# ---- mux_rr_stream_flat ----
===== src/rtl/mux_rr_stream_if.sv =====
// ============================================================================
// mux_rr_stream_if : valid/ready bundle between the stream mux and its users
// Revision: 1.0
// ============================================================================
`default_nettype none

interface mux_rr_stream_if #(
  parameter int NUM_CH = 4,
  parameter int WIDTH  = 32
);
  localparam int SEL_W = (NUM_CH > 1) ? $clog2(NUM_CH) : 1;

  logic                     mode;
  logic [NUM_CH*WIDTH-1:0]  in_data;
  logic [NUM_CH-1:0]        in_valid;
  logic [NUM_CH-1:0]        in_ready;
  logic [WIDTH-1:0]         out_data;
  logic [SEL_W-1:0]         out_sel;
  logic                     out_valid;
  logic                     out_ready;

  modport slave (
    input  mode, in_data, in_valid, out_ready,
    output in_ready, out_data, out_sel, out_valid
  );

  modport master (
    output mode, in_data, in_valid, out_ready,
    input  in_ready, out_data, out_sel, out_valid
  );
endinterface

`default_nettype wire


===== src/rtl/mux_rr_stream.sv =====
// ============================================================================
// mux_rr_stream : N-channel registered stream mux, round-robin / fixed priority
// Revision: 1.0
// ============================================================================
`default_nettype none

module mux_rr_stream #(
  parameter int NUM_CH = 4,
  parameter int WIDTH  = 32
) (
  input  wire              clk,
  input  wire              rst_n,
  mux_rr_stream_if.slave   bus
);
  localparam int SEL_W = (NUM_CH > 1) ? $clog2(NUM_CH) : 1;

  logic [SEL_W-1:0] ptr_q, ptr_d;
  logic [SEL_W-1:0] sel_q, sel_d;
  logic [WIDTH-1:0] data_q, data_d;
  logic             valid_q, valid_d;

  logic             load_en;
  logic             grant_any;
  logic [SEL_W-1:0] grant_idx;
  logic [SEL_W-1:0] scan_idx;
  logic             xfer;

  assign load_en = !valid_q || bus.out_ready;

  // Loops run from lowest to highest priority so the last hit is the winner.
  always_comb begin
    grant_any = 1'b0;
    grant_idx = '0;
    scan_idx  = '0;
    if (bus.mode) begin
      for (int i = NUM_CH - 1; i >= 0; i--) begin
        if (bus.in_valid[i]) begin
          grant_any = 1'b1;
          grant_idx = SEL_W'(i);
        end
      end
    end else begin
      for (int k = NUM_CH; k >= 1; k--) begin
        scan_idx = SEL_W'((int'(ptr_q) + k) % NUM_CH);
        if (bus.in_valid[scan_idx]) begin
          grant_any = 1'b1;
          grant_idx = scan_idx;
        end
      end
    end
  end

  assign xfer = load_en && grant_any;

  always_comb begin
    bus.in_ready = '0;
    for (int i = 0; i < NUM_CH; i++) begin
      bus.in_ready[i] = rst_n && xfer && (grant_idx == SEL_W'(i));
    end
  end

  always_comb begin
    ptr_d   = ptr_q;
    sel_d   = sel_q;
    data_d  = data_q;
    valid_d = valid_q && !bus.out_ready;
    if (xfer) begin
      ptr_d   = grant_idx;
      sel_d   = grant_idx;
      data_d  = bus.in_data[int'(grant_idx)*WIDTH +: WIDTH];
      valid_d = 1'b1;
    end
  end

  always_ff @(posedge clk) begin
    if (!rst_n) begin
      ptr_q   <= SEL_W'(NUM_CH - 1);
      sel_q   <= '0;
      data_q  <= '0;
      valid_q <= 1'b0;
    end else begin
      ptr_q   <= ptr_d;
      sel_q   <= sel_d;
      data_q  <= data_d;
      valid_q <= valid_d;
    end
  end

  assign bus.out_data  = data_q;
  assign bus.out_sel   = sel_q;
  assign bus.out_valid = valid_q;

endmodule

`default_nettype wire

===== src/flat_wrapper.sv =====
// flat-port wrapper written by rule: the top's interface ports become plain ports
module mux_rr_stream_flat 
#(
  parameter int NUM_CH = 4,
  parameter int WIDTH  = 32
)
  (clk, rst_n, bus_mode, bus_in_data, bus_in_valid, bus_out_ready, bus_in_ready, bus_out_data, bus_out_sel, bus_out_valid);
  mux_rr_stream_if #(.NUM_CH(NUM_CH), .WIDTH(WIDTH)) bus_i ();
  input  wire clk;
  input  wire rst_n;
  input wire logic [$bits(bus_i.mode)-1:0] bus_mode;
  input wire logic [$bits(bus_i.in_data)-1:0] bus_in_data;
  input wire logic [$bits(bus_i.in_valid)-1:0] bus_in_valid;
  input wire logic [$bits(bus_i.out_ready)-1:0] bus_out_ready;
  output wire logic [$bits(bus_i.in_ready)-1:0] bus_in_ready;
  output wire logic [$bits(bus_i.out_data)-1:0] bus_out_data;
  output wire logic [$bits(bus_i.out_sel)-1:0] bus_out_sel;
  output wire logic [$bits(bus_i.out_valid)-1:0] bus_out_valid;
  assign bus_i.mode = bus_mode;
  assign bus_i.in_data = bus_in_data;
  assign bus_i.in_valid = bus_in_valid;
  assign bus_i.out_ready = bus_out_ready;
  assign bus_in_ready = bus_i.in_ready;
  assign bus_out_data = bus_i.out_data;
  assign bus_out_sel = bus_i.out_sel;
  assign bus_out_valid = bus_i.out_valid;
  mux_rr_stream #(.NUM_CH(NUM_CH), .WIDTH(WIDTH)) u_core (.clk(clk), .rst_n(rst_n), .bus(bus_i));
endmodule

===== config.mk =====
export PLATFORM = sky130hd
export DESIGN_NAME = mux_rr_stream_flat
export DESIGN_NICKNAME = d
export VERILOG_FILES = /design/src/rtl/mux_rr_stream_if.sv /design/src/rtl/mux_rr_stream.sv /design/src/flat_wrapper.sv
export SDC_FILE = /design/constraint.sdc
export NUM_CORES = 1
export LEC_CHECK = 0
export ABC_AREA = 1
export CAP_MARGIN = 40
export CORE_UTILIZATION = 35
export CTS_CLUSTER_DIAMETER = 50
export DETAILED_ROUTE_END_ITERATION = 6
export GPL_ROUTABILITY_DRIVEN = 0
export GPL_TIMING_DRIVEN = 0
export PLACE_DENSITY = 0.76
export SLEW_MARGIN = 0
export SYNTH_ARGS = -nofsm -noshare
export SYNTH_HDL_FRONTEND = slang
export SYNTH_SLANG_ARGS = --single-unit

===== constraint.sdc =====
create_clock -name clk -period 3.1 [get_ports clk]
set_input_delay 0.93 -clock clk [delete_from_list [all_inputs] [get_ports clk]]
set_output_delay 0.93 -clock clk [all_outputs]
set_load 0.02 [all_outputs]

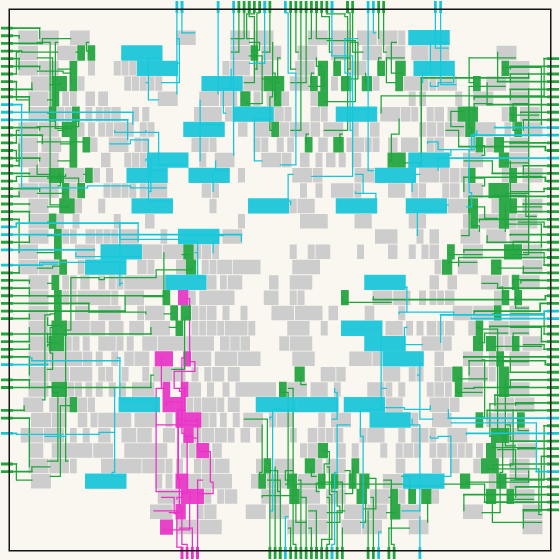
Figure 1: mux_rr_stream_flat, port wiring.
green -> bus_in_data  # bits 128, direction input, edge 52 right, 41 left, 18 top, 17 bottom, end cells 128, wire 2,400 um
cyan -> bus_out_data  # bits 32, direction output, edge 11 top, 9 left, 8 right, 4 bottom, end cells 32, wire 1,090 um
magenta -> bus_in_valid  # bits 4, direction input, edge bottom, end cells 18, wire 204 um

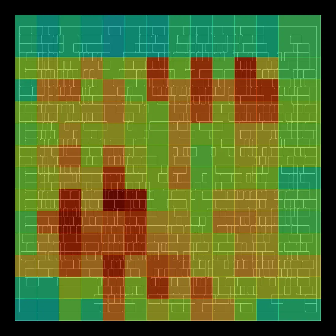
Figure 2: mux_rr_stream_flat, congestion heat map.
GRT Overall Usage: 25.2%
GRT met1 Usage: 28.3%
grt met2 use: 46.0%

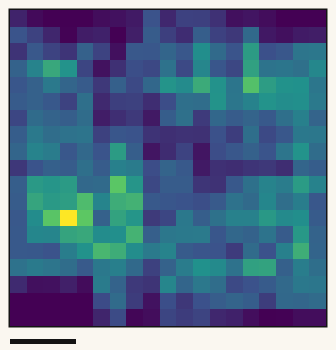
Figure 3: mux_rr_stream_flat, routed metal per tile.
The bar under the picture is 20 um long. 19 x 19 tiles, from dark purple (low) to yellow (high), scaled to the fullest tile. Values are wire area over tile area, all layers added.
densest ninth of the die = left middle
tiles over half the peak = 12%
nearly empty tiles = 5.8%

==> qor.txt <==
Area Overhead vs Synth - 69.0%
Clk. pwr - 381 uW
Largest net degree at the start of global routing - 20
TritonCTS clock tree - yes
Yosys stat area - 3100 um^2
Max-area cell class - non-clock buffers
Pwr Total - 2030 uW
Simple-Gate Area Share - 56.4%
Logic share of the area - 39.7%
Internal power - 1250 uW
Peak VDD IR - 223 uV
Hpwl dp - 8960 um
Worst path depth - 8
Routed vias/inst - 4.87
CP startpoint kind - input port
Final core utilization - 62.4%
Max reg flops - 32
Hold depth - 2
Min-delay worst type - reg -> reg
Initial antenna violation count - 0
Normalized max-slew margin - 50.1%
Tool warnings - 28
Seq cells post-synth - 37
Worst clock skew - 0.00694 ns
Grt total ovfl - 0
Layout cells sized above 1 - 14.4%
FP Util - 36.9%
Inverters - 25
Outcome - finished, final reports clean
Power share of the clock group - 18.8%
CP Data Required Time - 2.17 ns
# Max-Cap Violations - 0
Seq. cell area - 742 um^2
Clock Tree Root - clkbuf_8
Comb power frac - 53.0%
Final min period - 3.08 ns
Diode count - 0
Worst-Margin Slew - 0.749 ns
# hold bufs at CTS - 0
through the flow:
| stage | std cells | TNS, ns | cell area, um^2 | setup WS [ns] |
|---|---|---|---|---|
| 3_3_place_gp | 832 | -4.73 | 4970 | -1.21 |
| 5_1_grt | 846 | -0.0493 | 5230 | -0.0252 |
| 2_1_floorplan | 553 | -0.0994 | 3100 | -0.0248 |
| 6_report | 846 | 0 | 5230 | 0.0217 |
| 4_1_cts | 844 | -0.00439 | 5140 | -0.00439 |
| 3_5_place_dp | 832 | -4.93 | 4970 | -1.27 |

# ---- ctrl_host_sync ----
Figure 4. Routed metal per tile (ctrl_host_sync).
The bar under the picture is 20 um long. 15 x 15 tiles, from dark purple (low) to yellow (high), scaled to the fullest tile. Values are wire area over tile area, all layers added.
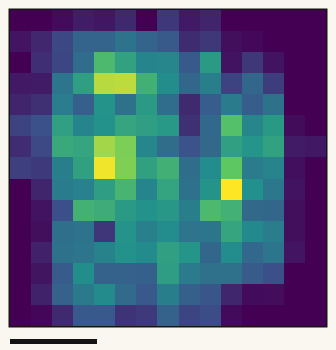
==> src/rtl/ctrl_host_sync.sv <==
// ctrl_host_sync
// Host-side initiator for the byte-synchronous Wishbone tunnelling protocol.
// Takes one register request at a time (read or write, 4-bit address, 8-bit
// data), serialises it into command / data / poll / fetch bytes on a
// full-duplex byte link, watches the reply stream for the 0x01 acknowledge,
// and returns read data or completion status to the requester.
//
// Parameters
//   MaxPoll      number of 0x00 poll replies tolerated before timing out (>=1)
//
// Ports
//   clk_i        clock, rising edge
//   rst_ni       asynchronous active-low reset
//   req_valid_i  request present
//   req_ready_o  request accepted this cycle when high (Idle only)
//   req_we_i     1 = write, 0 = read
//   req_adr_i    register address
//   req_dat_i    write data (ignored for reads)
//   rsp_valid_o  one-cycle pulse when a transaction completes
//   rsp_dat_o    read data, or offending byte on a bad reply; held
//   rsp_err_o    1 = timeout or bad reply; held with rsp_dat_o
//   tx_data_o    byte offered to the link
//   tx_valid_o   byte slot requested
//   tx_ready_i   link accepts the offered byte this cycle
//   rx_data_i    reply byte for the last accepted slot
//   rx_valid_i   reply strobe, one per accepted tx byte

module ctrl_host_sync #(
    parameter int MaxPoll = 255
) (
    input  logic       clk_i,
    input  logic       rst_ni,
    input  logic       req_valid_i,
    output logic       req_ready_o,
    input  logic       req_we_i,
    input  logic [3:0] req_adr_i,
    input  logic [7:0] req_dat_i,
    output logic       rsp_valid_o,
    output logic [7:0] rsp_dat_o,
    output logic       rsp_err_o,
    output logic [7:0] tx_data_o,
    output logic       tx_valid_o,
    input  logic       tx_ready_i,
    input  logic [7:0] rx_data_i,
    input  logic       rx_valid_i
);

    localparam int CntW = $clog2(MaxPoll + 1);
    localparam logic [CntW-1:0] MaxCnt = CntW'(MaxPoll);

    typedef enum logic [3:0] {
        StIdle,
        StSendCmd,
        StWaitCmd,
        StSendData,
        StWaitData,
        StSendPoll,
        StWaitPoll,
        StSendFetch,
        StWaitFetch
    } state_t;

    state_t            r_state;
    logic              r_we;
    logic [7:0]        r_dat;
    logic [CntW-1:0]   r_pollCnt;
    logic [7:0]        r_txData;
    logic              r_txValid;
    logic              r_rspValid;
    logic [7:0]        r_rspDat;
    logic              r_rspErr;
    logic [CntW-1:0]   w_pollInc;

    // Poll count after one more zero reply. It holds at MaxPoll rather than
    // wrapping, although reaching MaxPoll already ends the transaction.
    assign w_pollInc = (r_pollCnt == MaxCnt) ? MaxCnt : r_pollCnt + CntW'(1);

    // The ready flag is a pure decode of the state register so a new request
    // can be taken in the same cycle the previous response pulses.
    assign req_ready_o = (r_state == StIdle);
    assign tx_data_o   = r_txData;
    assign tx_valid_o  = r_txValid;
    assign rsp_valid_o = r_rspValid;
    assign rsp_dat_o   = r_rspDat;
    assign rsp_err_o   = r_rspErr;

    // Main sequencer. Every byte goes through a Send state (offer the byte
    // until the link takes it) and a Wait state (hold off until its reply
    // arrives). The byte for the next Send is loaded into r_txData on the way
    // in, so tx_data_o is stable for the whole Send. The address is not kept
    // separately: it only ever appears inside the command byte, which is
    // built straight from the request inputs on acceptance. Replies to the
    // command and data slots carry no information and are dropped.
    always_ff @(posedge clk_i or negedge rst_ni) begin
        if (!rst_ni) begin
            r_state    <= StIdle;
            r_we       <= 1'b0;
            r_dat      <= 8'h00;
            r_pollCnt  <= '0;
            r_txData   <= 8'h00;
            r_txValid  <= 1'b0;
            r_rspValid <= 1'b0;
            r_rspDat   <= 8'h00;
            r_rspErr   <= 1'b0;
        end else begin
            r_rspValid <= 1'b0;
            case (r_state)
                StIdle: begin
                    if (req_valid_i) begin
                        r_we      <= req_we_i;
                        r_dat     <= req_dat_i;
                        r_pollCnt <= '0;
                        r_txData  <= {req_we_i, 3'b000, req_adr_i};
                        r_txValid <= 1'b1;
                        r_state   <= StSendCmd;
                    end
                end

                StSendCmd: begin
                    if (tx_ready_i) begin
                        r_txValid <= 1'b0;
                        r_state   <= StWaitCmd;
                    end
                end

                StWaitCmd: begin
                    if (rx_valid_i) begin
                        r_txValid <= 1'b1;
                        if (r_we) begin
                            r_txData <= r_dat;
                            r_state  <= StSendData;
                        end else begin
                            r_txData <= 8'h00;
                            r_state  <= StSendPoll;
                        end
                    end
                end

                StSendData: begin
                    if (tx_ready_i) begin
                        r_txValid <= 1'b0;
                        r_state   <= StWaitData;
                    end
                end

                StWaitData: begin
                    if (rx_valid_i) begin
                        r_txData  <= 8'h00;
                        r_txValid <= 1'b1;
                        r_state   <= StSendPoll;
                    end
                end

                StSendPoll: begin
                    if (tx_ready_i) begin
                        r_txValid <= 1'b0;
                        r_state   <= StWaitPoll;
                    end
                end

                // 0x01 is the acknowledge, 0x00 means "not yet", anything
                // else is a protocol error reported with the offending byte.
                StWaitPoll: begin
                    if (rx_valid_i) begin
                        if (rx_data_i == 8'h01) begin
                            if (r_we) begin
                                r_rspValid <= 1'b1;
                                r_rspDat   <= 8'h00;
                                r_rspErr   <= 1'b0;
                                r_state    <= StIdle;
                            end else begin
                                r_txData  <= 8'h00;
                                r_txValid <= 1'b1;
                                r_state   <= StSendFetch;
                            end
                        end else if (rx_data_i == 8'h00) begin
                            r_pollCnt <= w_pollInc;
                            if (w_pollInc == MaxCnt) begin
                                r_rspValid <= 1'b1;
                                r_rspDat   <= 8'h00;
                                r_rspErr   <= 1'b1;
                                r_state    <= StIdle;
                            end else begin
                                r_txData  <= 8'h00;
                                r_txValid <= 1'b1;
                                r_state   <= StSendPoll;
                            end
                        end else begin
                            r_rspValid <= 1'b1;
                            r_rspDat   <= rx_data_i;
                            r_rspErr   <= 1'b1;
                            r_state    <= StIdle;
                        end
                    end
                end

                StSendFetch: begin
                    if (tx_ready_i) begin
                        r_txValid <= 1'b0;
                        r_state   <= StWaitFetch;
                    end
                end

                StWaitFetch: begin
                    if (rx_valid_i) begin
                        r_rspValid <= 1'b1;
                        r_rspDat   <= rx_data_i;
                        r_rspErr   <= 1'b0;
                        r_state    <= StIdle;
                    end
                end

                default: begin
                    r_txValid <= 1'b0;
                    r_state   <= StIdle;
                end
            endcase
        end
    end

endmodule
==> config.mk <==
export PLATFORM = sky130hd
export DESIGN_NAME = ctrl_host_sync
export DESIGN_NICKNAME = d
export VERILOG_FILES = /design/src/rtl/ctrl_host_sync.sv
export SDC_FILE = /design/constraint.sdc
export NUM_CORES = 1
export LEC_CHECK = 0
export ABC_AREA = 1
export CAP_MARGIN = 20
export CORE_MARGIN = 2
export CORE_UTILIZATION = 46
export CTS_CLUSTER_SIZE = 40
export DETAILED_ROUTE_END_ITERATION = 7
export GPL_TIMING_DRIVEN = 0
export HOLD_SLACK_MARGIN = 0.03
export PLACE_DENSITY = 0.86
export SLEW_MARGIN = 10
export SYNTH_ARGS = -nofsm -noshare
export SYNTH_HDL_FRONTEND = slang
export SYNTH_SLANG_ARGS = --single-unit
==> constraint.sdc <==
create_clock -name clk_i -period 1.7 [get_ports clk_i]
set_input_delay 0.17 -clock clk_i [delete_from_list [all_inputs] [get_ports clk_i]]
set_output_delay 0.17 -clock clk_i [all_outputs]
set_load 0.005 [all_outputs]
==> qor.txt <==
# hold bufs at CTS - 1
Commonest cells after routing, fill and taps aside - nand2_1, clkdlybuf4s50_1, dfrtp_1
Largest family of logic cells by area - simple AND/OR/NAND/NOR gates
Syn. warnings - 0
Max power group - combinational logic
Critical Path End - tx_data_o[4]$_DFFE_PN0P_
Top Ports - 46
Unrepaired setup endpoints after global routing - true
CP max-delay cell - dfrtp_1
Final worst slack - -0.220 ns
Critical path's largest stage delay - 0.43 ns
Layout cells sized above 1 - 34.0%
Synth unique cells - 27
CTS Sinks - 40
Outcome - complete, but fails checks
Final setup viols - 29
Clock Tree Root - clkbuf_8
Hpwl dp - 3620 um
Hold violation count in the final report - 0
GRT Overall Usage - 23.3%
CP startpoint kind - register
Met2 WL post-DR - 3660 um
Failing checks - negative setup slack
Top cell by count, worst path - nand2_4
Final TNS setup - -4.22 ns
Pwr/cell area - 1580 nW/um^2
Synth top area share - 46.1%
Post-Route M1 WL - 2630 um
About Figure 4:
mean over tiles = 0.20
emptiest ninth of the die = top right
tiles over half the peak = 21%
nearly empty tiles = 18%
wire length per cell: 17.0 um
DRT Wirelength: 6740 um

[area by class of cell]
type | instances | area share (%)
Buffer | 4 | 1.43
Multi-Input combinational cell | 190 | 37.3
Clock inverter | 2 | 1.08
Clock buffer | 6 | 2.24
Tap cell | 52 | 2.01
Inverter | 30 | 3.47
Sequential cell | 40 | 30.9
Timing Repair Buffer | 72 | 21.5
[sequential cells by signal (all words and copies together) (netlist names)]
register,count
rsp_err_o,1
r_we,1
rsp_dat_o,8
tx_valid_o,1
r_state,4
tx_data_o,8
rsp_valid_o,1
r_dat,8
r_pollCnt,8


==> notes/layouts.md <==
Pictures saved along the way, in no particular order.

Cell sizes after repair.
picture 1
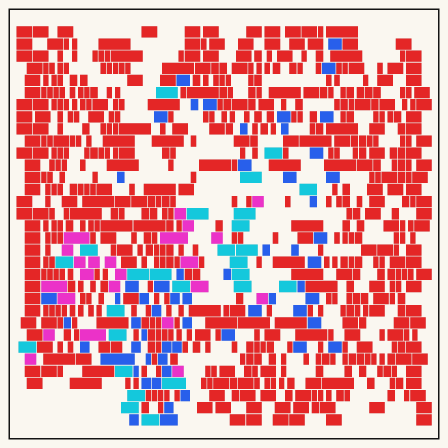
picture 2
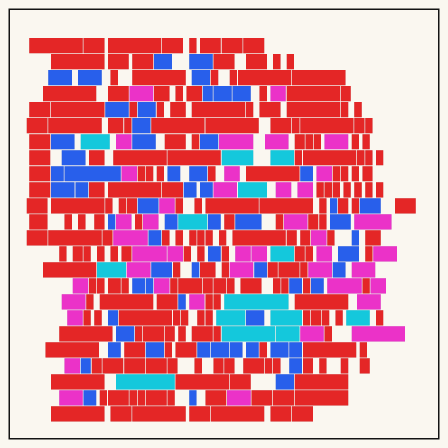
Picture 1 is mux_rr_stream_flat.
Picture 2 is ctrl_host_sync.

Key to picture 1:
red -> x1 and smaller  # cells 634, share 86%
magenta -> x3 and x4  # cells 23, share 3.1%
blue -> x2  # cells 58, share 7.8%
cyan -> x6 and larger  # cells 26, share 3.5%

No activity file was given, so power comes from the tool's default toggle rates.
